# lfsr_byte_scrambler

### Cells colored by class, lfsr_byte_scrambler

Scale: 8 px per um.
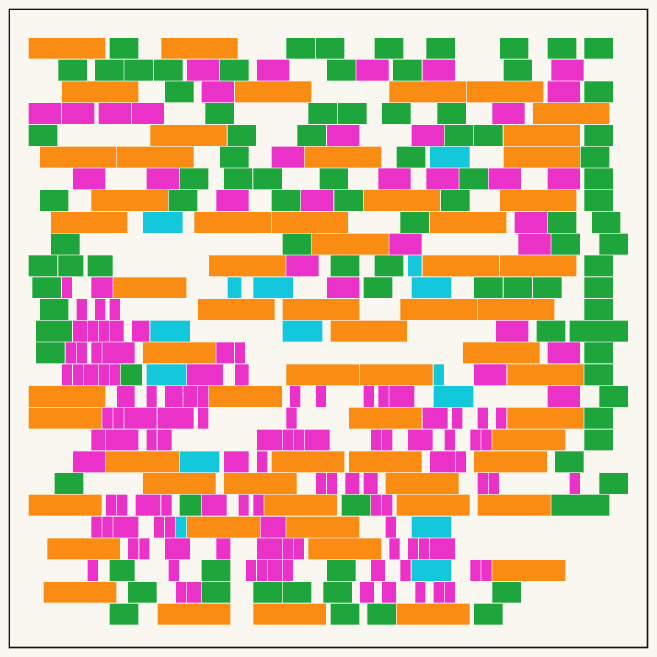

==> src/rtl/lfsr_byte_scrambler.sv <==
// rtl/lfsr_byte_scrambler.sv - byte scrambler sequencing an external Galois LFSR, 8 steps per byte
// Optional automatic reseed every RESEED_BYTES output bytes when SCRAMBLER_RESEED_EN is defined.
module lfsr_byte_scrambler #(
  parameter int N            = 32,
  parameter int RESEED_BYTES = 16
) (
  input  logic         clk,
  input  logic         rst,
  input  logic [N-1:0] seed_i,
  input  logic         seed_load,
  input  logic [7:0]   in_data,
  input  logic         in_valid,
  output logic         in_ready,
  output logic [7:0]   out_data,
  output logic         out_valid,
  input  logic         out_ready,
  output logic         lfsr_en,
  output logic         lfsr_ld,
  output logic [N-1:0] lfsr_seed,
  input  logic         lfsr_k,
  output logic         busy
);

  typedef enum logic [1:0] {IDLE, LOAD, SHIFT, OUT} state_t;

  state_t       state;
  logic [N-1:0] seed_q;
  logic         pend;
  logic [7:0]   ks_q;
  logic [7:0]   din_q;
  logic [2:0]   bit_cnt;
  logic [7:0]   out_q;
  logic         auto_reseed;

`ifdef SCRAMBLER_RESEED_EN
  logic [15:0] byte_cnt;

  assign auto_reseed = (state == OUT) && out_ready &&
                       (byte_cnt + 16'd1 == 16'(RESEED_BYTES));

  always_ff @(posedge clk or posedge rst) begin
    if (rst) begin
      byte_cnt <= '0;
    end else if (state == OUT && out_ready) begin
      byte_cnt <= auto_reseed ? 16'd0 : byte_cnt + 16'd1;
    end
  end
`else
  assign auto_reseed = 1'b0;
`endif

  // Every output is a pure decode of registered state, so in_ready never sees out_ready.
  assign in_ready  = (state == IDLE) && !pend;
  assign lfsr_en   = (state == SHIFT);
  assign lfsr_ld   = (state == LOAD);
  assign out_valid = (state == OUT);
  assign busy      = (state != IDLE);
  assign out_data  = out_q;
  assign lfsr_seed = seed_q;

  always_ff @(posedge clk or posedge rst) begin
    if (rst) begin
      state   <= IDLE;
      seed_q  <= '1;
      pend    <= 1'b0;
      ks_q    <= '0;
      din_q   <= '0;
      bit_cnt <= '0;
      out_q   <= '0;
    end else begin
      // A new external seed outranks the clear in LOAD; the last seed written wins.
      if (seed_load) begin
        seed_q <= seed_i;
        pend   <= 1'b1;
      end else if (auto_reseed) begin
        pend <= 1'b1;
      end else if (state == LOAD) begin
        pend <= 1'b0;
      end

      case (state)
        IDLE: begin
          if (pend) begin
            state <= LOAD;
          end else if (in_valid) begin
            din_q   <= in_data;
            bit_cnt <= '0;
            state   <= SHIFT;
          end
        end
        LOAD: begin
          state <= IDLE;
        end
        SHIFT: begin
          ks_q    <= {ks_q[6:0], lfsr_k};
          bit_cnt <= bit_cnt + 3'd1;
          if (bit_cnt == 3'd7) begin
            out_q <= din_q ^ {ks_q[6:0], lfsr_k};
            state <= OUT;
          end
        end
        OUT: begin
          if (out_ready) state <= IDLE;
        end
        default: state <= IDLE;
      endcase
    end
  end

endmodule

==> config.mk <==
export PLATFORM = sky130hd
export DESIGN_NAME = lfsr_byte_scrambler
export DESIGN_NICKNAME = d
export VERILOG_FILES = /design/src/rtl/lfsr_byte_scrambler.sv
export SDC_FILE = /design/constraint.sdc
export NUM_CORES = 1
export LEC_CHECK = 0
export ABC_AREA = 1
export ABC_CLOCK_PERIOD_IN_PS = 1900
export CAP_MARGIN = 20
export CORE_MARGIN = 2
export CORE_UTILIZATION = 45
export DETAILED_ROUTE_END_ITERATION = 12
export PLACE_DENSITY_LB_ADDON = 0.3
export SLEW_MARGIN = 20
export SYNTH_ARGS = -nofsm -noshare
export SYNTH_HDL_FRONTEND = slang
export SYNTH_SLANG_ARGS = --single-unit
==> constraint.sdc <==
create_clock -name clk -period 1.9 [get_ports clk]
set_clock_uncertainty 0.1 [all_clocks]
set_input_delay 0.19 -clock clk [delete_from_list [all_inputs] [get_ports clk]]
set_output_delay 0.19 -clock clk [all_outputs]
set_load 0.02 [all_outputs]
# pcie_phy_tx_framer

<file path="config.mk">
export PLATFORM = sky130hd
export DESIGN_NAME = pcie_phy_tx_framer
export DESIGN_NICKNAME = d
export VERILOG_FILES = /design/src/rtl/pcie_phy_pkg.sv /design/src/rtl/pcie_phy_tx_framer.sv
export SDC_FILE = /design/constraint.sdc
export NUM_CORES = 1
export LEC_CHECK = 0
export CAP_MARGIN = 15
export CORE_MARGIN = 2
export CORE_UTILIZATION = 63
export CTS_CLUSTER_DIAMETER = 80
export DETAILED_ROUTE_END_ITERATION = 12
export DONT_BUFFER_PORTS = 1
export HOLD_SLACK_MARGIN = 0.15
export PLACE_DENSITY_LB_ADDON = 0.3
export SLEW_MARGIN = 20
export SYNTH_ARGS = -nofsm -noshare
export SYNTH_HDL_FRONTEND = slang
export SYNTH_SLANG_ARGS = --single-unit
</file>
<file path="constraint.sdc">
create_clock -name clk_i -period 3.4 [get_ports clk_i]
set_input_delay 0.68 -clock clk_i [delete_from_list [all_inputs] [get_ports clk_i]]
set_output_delay 0.68 -clock clk_i [all_outputs]
set_load 0.05 [all_outputs]
</file>
<file path="src/rtl/pcie_phy_pkg.sv">
// Shared symbol constants and types for the Gen1/Gen2 PCIe PHY transmit path.
// Used by the framer and by anything that decodes its symbol stream.
package pcie_phy_pkg;

    localparam logic [7:0] K_STP = 8'hFB;
    localparam logic [7:0] K_SDP = 8'h5C;
    localparam logic [7:0] K_END = 8'hFD;
    localparam logic [7:0] K_EDB = 8'hFE;
    localparam logic [7:0] D_IDL = 8'h00;

    typedef enum logic [1:0] {
        PKT_TLP  = 2'b01,
        PKT_DLLP = 2'b10
    } pcie_pkt_type_e;

    typedef enum logic [1:0] {
        StIdle,
        StBody,
        StTail,
        StDrop
    } framer_state_e;

endpackage

</file>
<file path="src/rtl/pcie_phy_tx_framer.sv">
// 8b/10b-era transmit framer: wraps TLPs in STP..END/EDB and DLLPs in SDP..END,
// emitting 4-symbol words with per-lane K flags and logical idle between packets.
module pcie_phy_tx_framer
    import pcie_phy_pkg::*;
#(
    parameter int unsigned DATA_WIDTH = 32,
    parameter int unsigned KEEP_WIDTH = DATA_WIDTH / 8,
    parameter int unsigned USER_WIDTH = 3
) (
    input  logic                  clk_i,
    input  logic                  rst_i,
    input  logic [DATA_WIDTH-1:0] s_axis_tdata,
    input  logic [KEEP_WIDTH-1:0] s_axis_tkeep,
    input  logic                  s_axis_tvalid,
    input  logic                  s_axis_tlast,
    input  logic [USER_WIDTH-1:0] s_axis_tuser,
    output logic                  s_axis_tready,
    output logic [DATA_WIDTH-1:0] m_sym_data_o,
    output logic [KEEP_WIDTH-1:0] m_sym_datak_o,
    output logic                  m_sym_valid_o,
    input  logic                  m_sym_ready_i,
    input  logic                  link_up_i,
    output logic [15:0]           tlp_count_o,
    output logic [15:0]           dllp_count_o,
    output logic                  frame_err_o
);

    if (DATA_WIDTH != 32) begin : g_width_check
        $error("pcie_phy_tx_framer: only DATA_WIDTH=32 is supported");
    end

    function automatic logic [2:0] popcount_keep(input logic [KEEP_WIDTH-1:0] v);
        logic [2:0] n;
        n = '0;
        for (int i = 0; i < KEEP_WIDTH; i++) n = n + {2'b00, v[i]};
        return n;
    endfunction

    framer_state_e r_state, w_state_d;
    logic [31:0]   r_data, w_data_d, r_tail_data, w_tail_data_d;
    logic [3:0]    r_datak, w_datak_d, r_tail_datak, w_tail_datak_d;
    logic          r_valid, w_valid_d;
    logic [7:0]    r_carry, w_carry_d;
    logic          r_nullify, w_nullify_d;
    logic [15:0]   r_tlp_cnt, r_dllp_cnt;
    logic          r_err, w_err;
    logic          w_tlp_inc, w_dllp_inc;

    logic          w_advance, w_accept, w_legal, w_lead_k, w_null, w_needs_tail;
    logic [1:0]    w_type;
    logic [2:0]    w_keep_cnt;
    logic [7:0]    w_lead, w_end_sym;
    logic [31:0]   w_word_data, w_tw_data;
    logic [3:0]    w_word_datak, w_tw_datak;

    assign w_advance  = !r_valid || m_sym_ready_i;
    assign w_type     = s_axis_tuser[1:0];
    assign w_legal    = (w_type == PKT_TLP) || (w_type == PKT_DLLP);
    assign w_keep_cnt = popcount_keep(s_axis_tkeep);
    assign w_lead_k   = (r_state == StIdle);
    // Lane 0 of every word is either the start symbol or the byte carried over from the last beat.
    assign w_lead     = !w_lead_k ? r_carry : ((w_type == PKT_DLLP) ? K_SDP : K_STP);
    assign w_null     = w_lead_k ? (s_axis_tuser[2] && (w_type == PKT_TLP)) : r_nullify;
    assign w_end_sym  = w_null ? K_EDB : K_END;
    assign w_needs_tail = s_axis_tlast && (w_keep_cnt >= 3'd3);

    always_comb begin
        s_axis_tready = 1'b0;
        unique case (r_state)
            StIdle:  s_axis_tready = w_advance && link_up_i;
            StBody:  s_axis_tready = w_advance;
            StDrop:  s_axis_tready = w_advance;
            default: s_axis_tready = 1'b0;
        endcase
    end
    assign w_accept = s_axis_tvalid && s_axis_tready;

    always_comb begin
        w_word_data  = {s_axis_tdata[23:0], w_lead};
        w_word_datak = {3'b000, w_lead_k};
        w_tw_data    = {D_IDL, D_IDL, D_IDL, w_end_sym};
        w_tw_datak   = 4'b0001;
        if (s_axis_tlast) begin
            unique case (w_keep_cnt)
                3'd0: begin
                    w_word_data  = {D_IDL, D_IDL, w_end_sym, w_lead};
                    w_word_datak = {2'b00, 1'b1, w_lead_k};
                end
                3'd1: begin
                    w_word_data  = {D_IDL, w_end_sym, s_axis_tdata[7:0], w_lead};
                    w_word_datak = {1'b0, 1'b1, 1'b0, w_lead_k};
                end
                3'd2: begin
                    w_word_data  = {w_end_sym, s_axis_tdata[15:0], w_lead};
                    w_word_datak = {1'b1, 2'b00, w_lead_k};
                end
                3'd4: begin
                    w_tw_data  = {D_IDL, D_IDL, w_end_sym, s_axis_tdata[31:24]};
                    w_tw_datak = 4'b0100;
                end
                default: ;
            endcase
        end
    end

    always_ff @(posedge clk_i or posedge rst_i) begin
        if (rst_i) r_state <= StIdle;
        else       r_state <= w_state_d;
    end

    always_comb begin
        w_state_d = r_state;
        if (w_advance) begin
            unique case (r_state)
                StIdle: if (w_accept) begin
                    if (!w_legal)          w_state_d = s_axis_tlast ? StIdle : StDrop;
                    else if (!s_axis_tlast) w_state_d = StBody;
                    else                   w_state_d = w_needs_tail ? StTail : StIdle;
                end
                StBody: begin
                    if (!link_up_i)        w_state_d = (w_accept && s_axis_tlast) ? StIdle : StDrop;
                    else if (w_accept && s_axis_tlast) w_state_d = w_needs_tail ? StTail : StIdle;
                end
                StTail: w_state_d = StIdle;
                StDrop: if (w_accept && s_axis_tlast) w_state_d = StIdle;
                default: w_state_d = StIdle;
            endcase
        end
    end

    always_comb begin
        w_data_d       = r_data;
        w_datak_d      = r_datak;
        w_valid_d      = r_valid;
        w_carry_d      = r_carry;
        w_nullify_d    = r_nullify;
        w_tail_data_d  = r_tail_data;
        w_tail_datak_d = r_tail_datak;
        w_err          = 1'b0;
        w_tlp_inc      = 1'b0;
        w_dllp_inc     = 1'b0;
        if (w_advance) begin
            w_data_d  = '0;
            w_datak_d = '0;
            w_valid_d = link_up_i;
            unique case (r_state)
                StIdle, StBody: begin
                    if (r_state == StBody && !link_up_i) begin
                        w_data_d  = {D_IDL, D_IDL, D_IDL, K_EDB};
                        w_datak_d = 4'b0001;
                        w_valid_d = 1'b1;
                        w_err     = 1'b1;
                    end else if (w_accept && (r_state == StBody || w_legal)) begin
                        w_data_d       = w_word_data;
                        w_datak_d      = w_word_datak;
                        w_valid_d      = 1'b1;
                        w_carry_d      = s_axis_tdata[31:24];
                        w_nullify_d    = w_null;
                        w_tail_data_d  = w_tw_data;
                        w_tail_datak_d = w_tw_datak;
                        w_tlp_inc      = (r_state == StIdle) && (w_type == PKT_TLP);
                        w_dllp_inc     = (r_state == StIdle) && (w_type == PKT_DLLP);
                    end else if (w_accept) begin
                        w_err = 1'b1;
                    end else if (r_state == StBody) begin
                        w_valid_d = 1'b0;
                    end
                end
                StTail: begin
                    w_valid_d = 1'b1;
                    if (!link_up_i) begin
                        w_data_d  = {D_IDL, D_IDL, D_IDL, K_EDB};
                        w_datak_d = 4'b0001;
                        w_err     = 1'b1;
                    end else begin
                        w_data_d  = r_tail_data;
                        w_datak_d = r_tail_datak;
                    end
                end
                default: ;
            endcase
        end
    end

    always_ff @(posedge clk_i or posedge rst_i) begin
        if (rst_i) begin
            r_data       <= '0;
            r_datak      <= '0;
            r_valid      <= 1'b0;
            r_carry      <= '0;
            r_nullify    <= 1'b0;
            r_tail_data  <= '0;
            r_tail_datak <= '0;
            r_tlp_cnt    <= '0;
            r_dllp_cnt   <= '0;
            r_err        <= 1'b0;
        end else begin
            r_data       <= w_data_d;
            r_datak      <= w_datak_d;
            r_valid      <= w_valid_d;
            r_carry      <= w_carry_d;
            r_nullify    <= w_nullify_d;
            r_tail_data  <= w_tail_data_d;
            r_tail_datak <= w_tail_datak_d;
            r_err        <= w_err;
            if (w_tlp_inc)  r_tlp_cnt  <= r_tlp_cnt + 16'd1;
            if (w_dllp_inc) r_dllp_cnt <= r_dllp_cnt + 16'd1;
        end
    end

    assign m_sym_data_o  = r_data;
    assign m_sym_datak_o = r_datak;
    assign m_sym_valid_o = r_valid;
    assign tlp_count_o   = r_tlp_cnt;
    assign dllp_count_o  = r_dllp_cnt;
    assign frame_err_o   = r_err;

endmodule

</file>
# pipe_rca_adder

File: src/rtl/adder_pkg.sv
// Shared types and default sizing for the chunked ripple-carry adder.
package adder_pkg;

  localparam int unsigned DEFAULT_WIDTH = 64;
  localparam int unsigned DEFAULT_CHUNK = 16;

  typedef enum logic [1:0] {
    IDLE = 2'd0,
    BUSY = 2'd1,
    DONE = 2'd2
  } state_t;

endpackage

File: src/rtl/rca_chunk.sv
// Combinational W-bit ripple-carry adder built from full-adder cells.
module rca_chunk #(
  parameter int unsigned W = 16
) (
  input  logic [W-1:0] x,
  input  logic [W-1:0] y,
  input  logic         ci,
  output logic [W-1:0] sum,
  output logic         co
);

  logic [W:0] cy;

  assign cy[0] = ci;

  for (genvar i = 0; i < int'(W); i++) begin : g_fa
    assign sum[i]  = x[i] ^ y[i] ^ cy[i];
    assign cy[i+1] = (x[i] & y[i]) | (cy[i] & (x[i] ^ y[i]));
  end

  assign co = cy[W];

endmodule

File: src/rtl/pipe_rca_adder.sv
// Multi-cycle adder: one CHUNK-bit ripple-carry slice reused over WIDTH/CHUNK cycles.
// Define PIPE_RCA_OVF_EN to add the registered signed-overflow output ovf.
module pipe_rca_adder
  import adder_pkg::*;
#(
  parameter int unsigned WIDTH = DEFAULT_WIDTH,
  parameter int unsigned CHUNK = DEFAULT_CHUNK
) (
  input  logic             clk,
  input  logic             rst,
  input  logic             in_valid,
  output logic             in_ready,
  input  logic [WIDTH-1:0] a,
  input  logic [WIDTH-1:0] b,
  input  logic             c0,
  output logic             out_valid,
  input  logic             out_ready,
  output logic [WIDTH-1:0] s,
  output logic             c
`ifdef PIPE_RCA_OVF_EN
  ,
  output logic             ovf
`endif
);

  localparam int unsigned NUM_CHUNKS = WIDTH / CHUNK;
  localparam int unsigned IDX_W      = (NUM_CHUNKS > 1) ? $clog2(NUM_CHUNKS) : 1;
  localparam logic [IDX_W-1:0] LAST_IDX = IDX_W'(NUM_CHUNKS - 1);

  if ((WIDTH % CHUNK) != 0) begin : g_bad_cfg
    $error("pipe_rca_adder: WIDTH must be a multiple of CHUNK");
  end

  state_t             state_q, state_d;
  logic               in_ready_d, out_valid_d;
  logic [WIDTH-1:0]   a_q, b_q;
  logic               cy_q;
  logic [IDX_W-1:0]   idx_q;
  logic [CHUNK-1:0]   x_sel, y_sel, sum;
  logic               co;

  // State and handshake flags
  always_ff @(posedge clk) begin
    if (rst) begin
      state_q   <= IDLE;
      in_ready  <= 1'b1;
      out_valid <= 1'b0;
    end else begin
      state_q   <= state_d;
      in_ready  <= in_ready_d;
      out_valid <= out_valid_d;
    end
  end

  always_comb begin
    state_d = state_q;
    unique case (state_q)
      IDLE:    if (in_valid) state_d = BUSY;
      BUSY:    if (idx_q == LAST_IDX) state_d = DONE;
      DONE:    if (out_ready) state_d = IDLE;
      default: state_d = IDLE;
    endcase
  end

  // Flags follow the upcoming state so they are valid straight out of a flop
  always_comb begin
    in_ready_d  = 1'b0;
    out_valid_d = 1'b0;
    if (state_d == IDLE) in_ready_d  = 1'b1;
    if (state_d == DONE) out_valid_d = 1'b1;
  end

  always_comb begin
    x_sel = '0;
    y_sel = '0;
    for (int unsigned i = 0; i < NUM_CHUNKS; i++) begin
      if (idx_q == IDX_W'(i)) begin
        x_sel = a_q[i*CHUNK +: CHUNK];
        y_sel = b_q[i*CHUNK +: CHUNK];
      end
    end
  end

  rca_chunk #(
    .W (CHUNK)
  ) u_rca (
    .x   (x_sel),
    .y   (y_sel),
    .ci  (cy_q),
    .sum (sum),
    .co  (co)
  );

  // Operand capture and chunk-by-chunk result write-back
  always_ff @(posedge clk) begin
    if (rst) begin
      a_q   <= '0;
      b_q   <= '0;
      cy_q  <= 1'b0;
      idx_q <= '0;
      s     <= '0;
      c     <= 1'b0;
`ifdef PIPE_RCA_OVF_EN
      ovf   <= 1'b0;
`endif
    end else if (state_q == IDLE) begin
      if (in_valid) begin
        a_q   <= a;
        b_q   <= b;
        cy_q  <= c0;
        idx_q <= '0;
      end
    end else if (state_q == BUSY) begin
      for (int unsigned i = 0; i < NUM_CHUNKS; i++) begin
        if (idx_q == IDX_W'(i)) s[i*CHUNK +: CHUNK] <= sum;
      end
      cy_q  <= co;
      idx_q <= idx_q + IDX_W'(1);
      if (idx_q == LAST_IDX) begin
        c   <= co;
`ifdef PIPE_RCA_OVF_EN
        ovf <= (a_q[WIDTH-1] == b_q[WIDTH-1]) && (sum[CHUNK-1] != a_q[WIDTH-1]);
`endif
      end
    end
  end

endmodule

File: config.mk
export PLATFORM = sky130hd
export DESIGN_NAME = pipe_rca_adder
export DESIGN_NICKNAME = d
export VERILOG_FILES = /design/src/rtl/adder_pkg.sv /design/src/rtl/rca_chunk.sv /design/src/rtl/pipe_rca_adder.sv
export SDC_FILE = /design/constraint.sdc
export NUM_CORES = 1
export LEC_CHECK = 0
export CAP_MARGIN = 20
export CORE_ASPECT_RATIO = 1.1
export CORE_MARGIN = 2
export CORE_UTILIZATION = 45
export DETAILED_ROUTE_END_ITERATION = 10
export GPL_TIMING_DRIVEN = 0
export PLACE_DENSITY = 0.73
export SYNTH_ARGS = -nofsm -noshare
export SYNTH_HDL_FRONTEND = slang
export SYNTH_HIERARCHICAL = 1
export SYNTH_SLANG_ARGS = --single-unit
File: constraint.sdc
create_clock -name clk -period 19.1 [get_ports clk]
set_input_delay 5.73 -clock clk [delete_from_list [all_inputs] [get_ports clk]]
set_output_delay 5.73 -clock clk [all_outputs]
set_load 0.01 [all_outputs]

## Gallery

Pin placement.
shot_01.png
Scale: 4 px per um. Pins as bars across the die edge, other pins in gray.
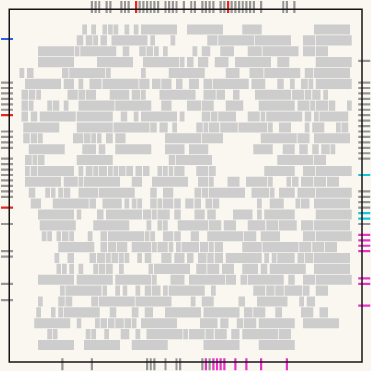
shot_02.png
Scale: 4 px per um. Pins as bars across the die edge, other pins in gray.
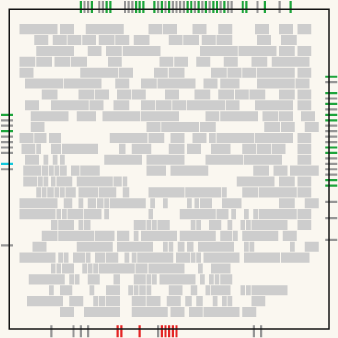
shot_03.png
Scale: 2 px per um. Pins as bars across the die edge, other pins in gray.
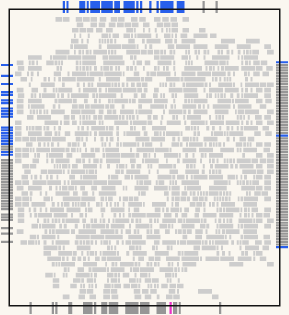
For lfsr_byte_scrambler, see shot_02.png.
For pipe_rca_adder, see shot_03.png.
For pcie_phy_tx_framer, see shot_01.png.
Of these, fewest pins: shot_02.png
Of these, smallest die: shot_02.png

### Zoomed window, pcie_phy_tx_framer

Window x 38 to 88, y 38 to 88 um. Cells in gray, sequential cells in the stronger gray; small squares are vias.
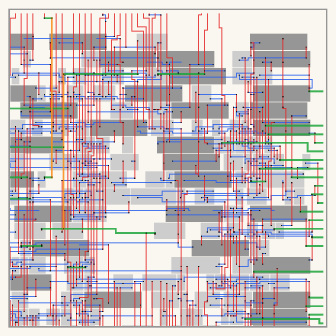
Key: M3 = green; M4 = orange; M1 = blue; M2 = red
Sequential cells in the window: 27. Most frequent: dfrtp_1 (27), nand2_1 (14), xnor2_1 (12). Netlist names of flops here include `tlp_count_o` (14), `m_sym_data_o` (8). 139 logic cells have their middle in the window.

==> CHANGELOG.md, pcie_phy_tx_framer <==
### Metrics

* Clk network pwr share at 0.192
* First DRT Iteration DRCs at 211
* Setup-failing EPs final at 0
* Setup WS pre-CTS at 391.5 ps
* Avg Cell Area, Syn at 9.906 um2
* Fillers at 529
* Tool warning count at 28
* Hold_buf cts at 0
* Switching Share at 0.4468
* Yosys stat cell total at 447
* Design Area, Final at 4718 um2
* Seq group at 2.02 mW
* Slew Viols, Final at 0
* Critical Path RT at 3650 ps
* Complex Gates by Area at 0.1320
* Final Hold Vio Count at 0
* Ys Warns at 0
* Status: finished, final reports clean
* Initial antenna violation count at 0
* Largest net degree at the start of global routing at 66
* Routed WL per cell at 17.56 um
-- pcie_phy_tx_framer: routing by layer --
layer	up-vias	global-route usage	wire length, um
li1	1557	-	-
met1	1633	0.3503	4046
met3	10	0.06975	735
met2	117	0.4063	4694
met4	0	0.07832	93
met5	-	0	0
-- pcie_phy_tx_framer: sequential cells by signal, indices dropped and copies added, names as in the netlist --
name	count
r_tail_datak	1
r_carry	8
dllp_count_o	16
r_state	2
r_tail_data	11
m_sym_datak_o	4
m_sym_data_o	32
tlp_count_o	16
frame_err_o	1
r_nullify	1
m_sym_valid_o	1
### M3 wires, lfsr_byte_scrambler

Scale: 6 px per um.
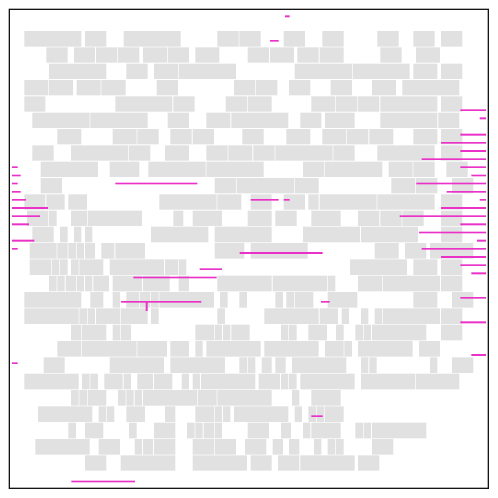
The wires run mostly horizontal. The longest straight run is 14.1 um. The layer carries 227 um of wire. 38 nets have wire on it. The layer holds 4.3% of the routed length.
vias: 1813
WL final: 5309 um

Notes on 'Cells colored by class' of lfsr_byte_scrambler above:
Key: sequential cells = orange [cells 61]; clock drivers and dummy loads = cyan [cells 15]; remaining buffers and delay cells = green [cells 94]; remaining logic cells = magenta [cells 145]
Design Area, Final: 3716 um2
Seq/total area: 0.4219
Core ar.: 5507 um2
Row Count: 27

==> CHANGELOG.md, lfsr_byte_scrambler <==
### Metrics

* Status: finished, final reports clean
* Worst r2r src: bit_cnt[0]
* Fin Hold WS at 141.0 ps
* F_max at 552.3 MHz
* Global route total overflow at 0
* Worst-skew pair later-pin latency at 330 ps
* Slack of the critical path at 89.49 ps
* Worst Setup SP: state[1]
* Adder Area Share at 0.009732
* First DRT Iteration DRCs at 95
* Fillers at 419
* Residual DRC at 0
* Top logic cells by instance count in the layout: clkdlybuf4s50_1 (86), nand2_1 (58), mux2_2 (32), dfstp_2 (32), dfrtp_1 (28)
* Placed instance area at 3547 um2
* Avg Cell Area, Syn at 12.07 um2
* Die Wd at 79.59 um
* Port bufs at 90
* # Post-CTS Setup Buffers at 0
* Total power draw at 4.420 mW
* Async set-or-reset flop fraction in the synthesized netlist at 1.000
* EDFF count, synth at 0
* Crit path buf inv count at 2
* Hold Path Class: input port to async pin
* Busiest grt layer: met2
* Worst slew margin at 0.7876
* DP Cell Count at 372
* Slowest stage delay, CP at 600 ps
==> lfsr_byte_scrambler: area by class of cell <==
type / instances / share of cell area
sequential: 61 / 0.4219
multi-input combinational: 133 / 0.2387
clock inverter: 2 / 0.002694
timing repair buffer: 94 / 0.2569
tap: 72 / 0.02424
inverter: 12 / 0.01279
clock buffer: 13 / 0.04276
==> lfsr_byte_scrambler: timing repair <==
action / in CTS / in global routing
resized: 4 / 1
pin swaps: 0 / 0
endpoints found under the setup margin: 5 / 1
### Signal wires on met4, pipe_rca_adder

Scale: 2 px per um. Supply wires on this layer in gray.
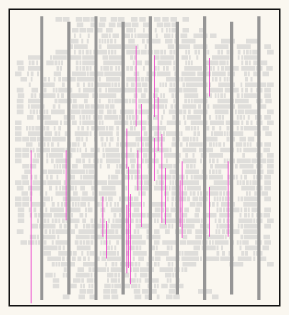
The longest straight run is 76.2 um. The layer holds 2.8% of the routed length.
vias: 7927
WL final: 25050 um

==> CHANGELOG.md, pipe_rca_adder <==
### Metrics

* Largest net degree at the start of global routing at 17
* Post-route clock period utilization at 0.4554
* CLK BUF at 21
* Final nets at 1424
* Avg Cell Area, Syn at 7.994 um2
* Top_reg_cell synth: dfxtp_1
* Reg2Reg Capture Point: s[63]
* Sequential cells at 200
* CP max-delay cell: fa_1
* Static leakage power at 4.129 nW
* Total CTS buffers at 17
* TritonCTS clock tree: yes
* DPL Wire Length at 19370 um
* Worst-path clk slew at 70 ps
* WP data arrival at 9070 ps
* First-pass GRT wire length at 39030 um
* Well Taps at 243
* Maximum buffer depth of the clock tree at 2
* Total power draw at 988.3 uW
* Worst reg2reg setup slack at 10400 ps
* WL met2 at 11750 um
* Hold EP: a_q[1]
* Seq/total area at 0.3535
* FP Core Util at 0.4592
* Initial antenna violation count at 0
* Slew Viols, Final at 0
* Status: finished, final reports clean
[pipe_rca_adder: report_power, final]
part | total [mW] | switching, mW | internal, mW
registers | 0.452 | 0.0134 | 0.438
clock network | 0.376 | 0.159 | 0.217
logic | 0.161 | 0.0883 | 0.0727
total | 0.988 | 0.261 | 0.727
[pipe_rca_adder: cells by family (layout without fill, tap and decap cells)]
group | count (synthesis) | after routing | share of synthesized area
AND-OR/OR-AND | 265 | 265 | 0.1870
AND/OR/NAND/NOR | 470 | 470 | 0.2279
flip-flops | 200 | 200 | 0.4752
adder cells (fa/ha/maj) | 20 | 20 | 0.04396
buffers and inverters | 99 | 329 | 0.06593


## Gallery

Clock wiring as the flow saved it.
Plate I
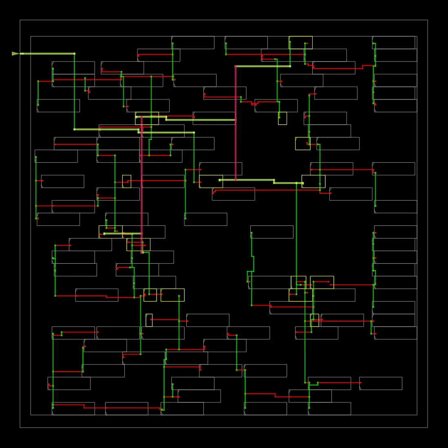
Plate II
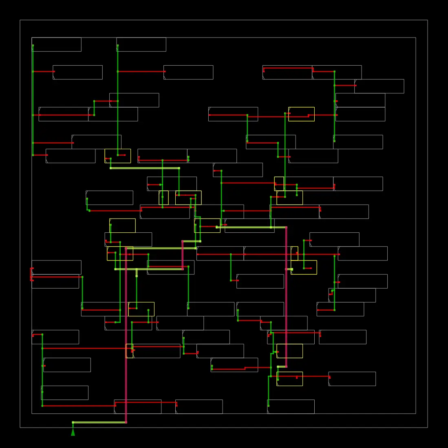
Plate III
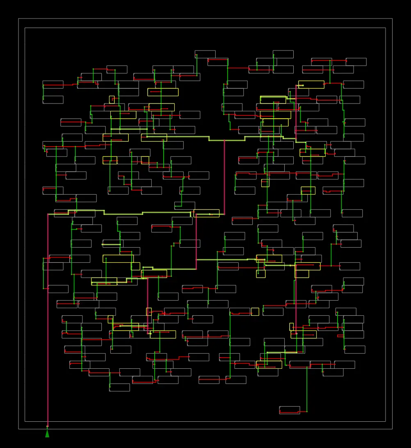
| picture | from |
|---|---|
| Plate III | pipe_rca_adder |
| Plate I | pcie_phy_tx_framer |
| Plate II | lfsr_byte_scrambler |
- fewest sequential cells: Plate II
- most clock buffers: Plate III

Power figures rest on the tool's default switching activity, not on a simulated workload.
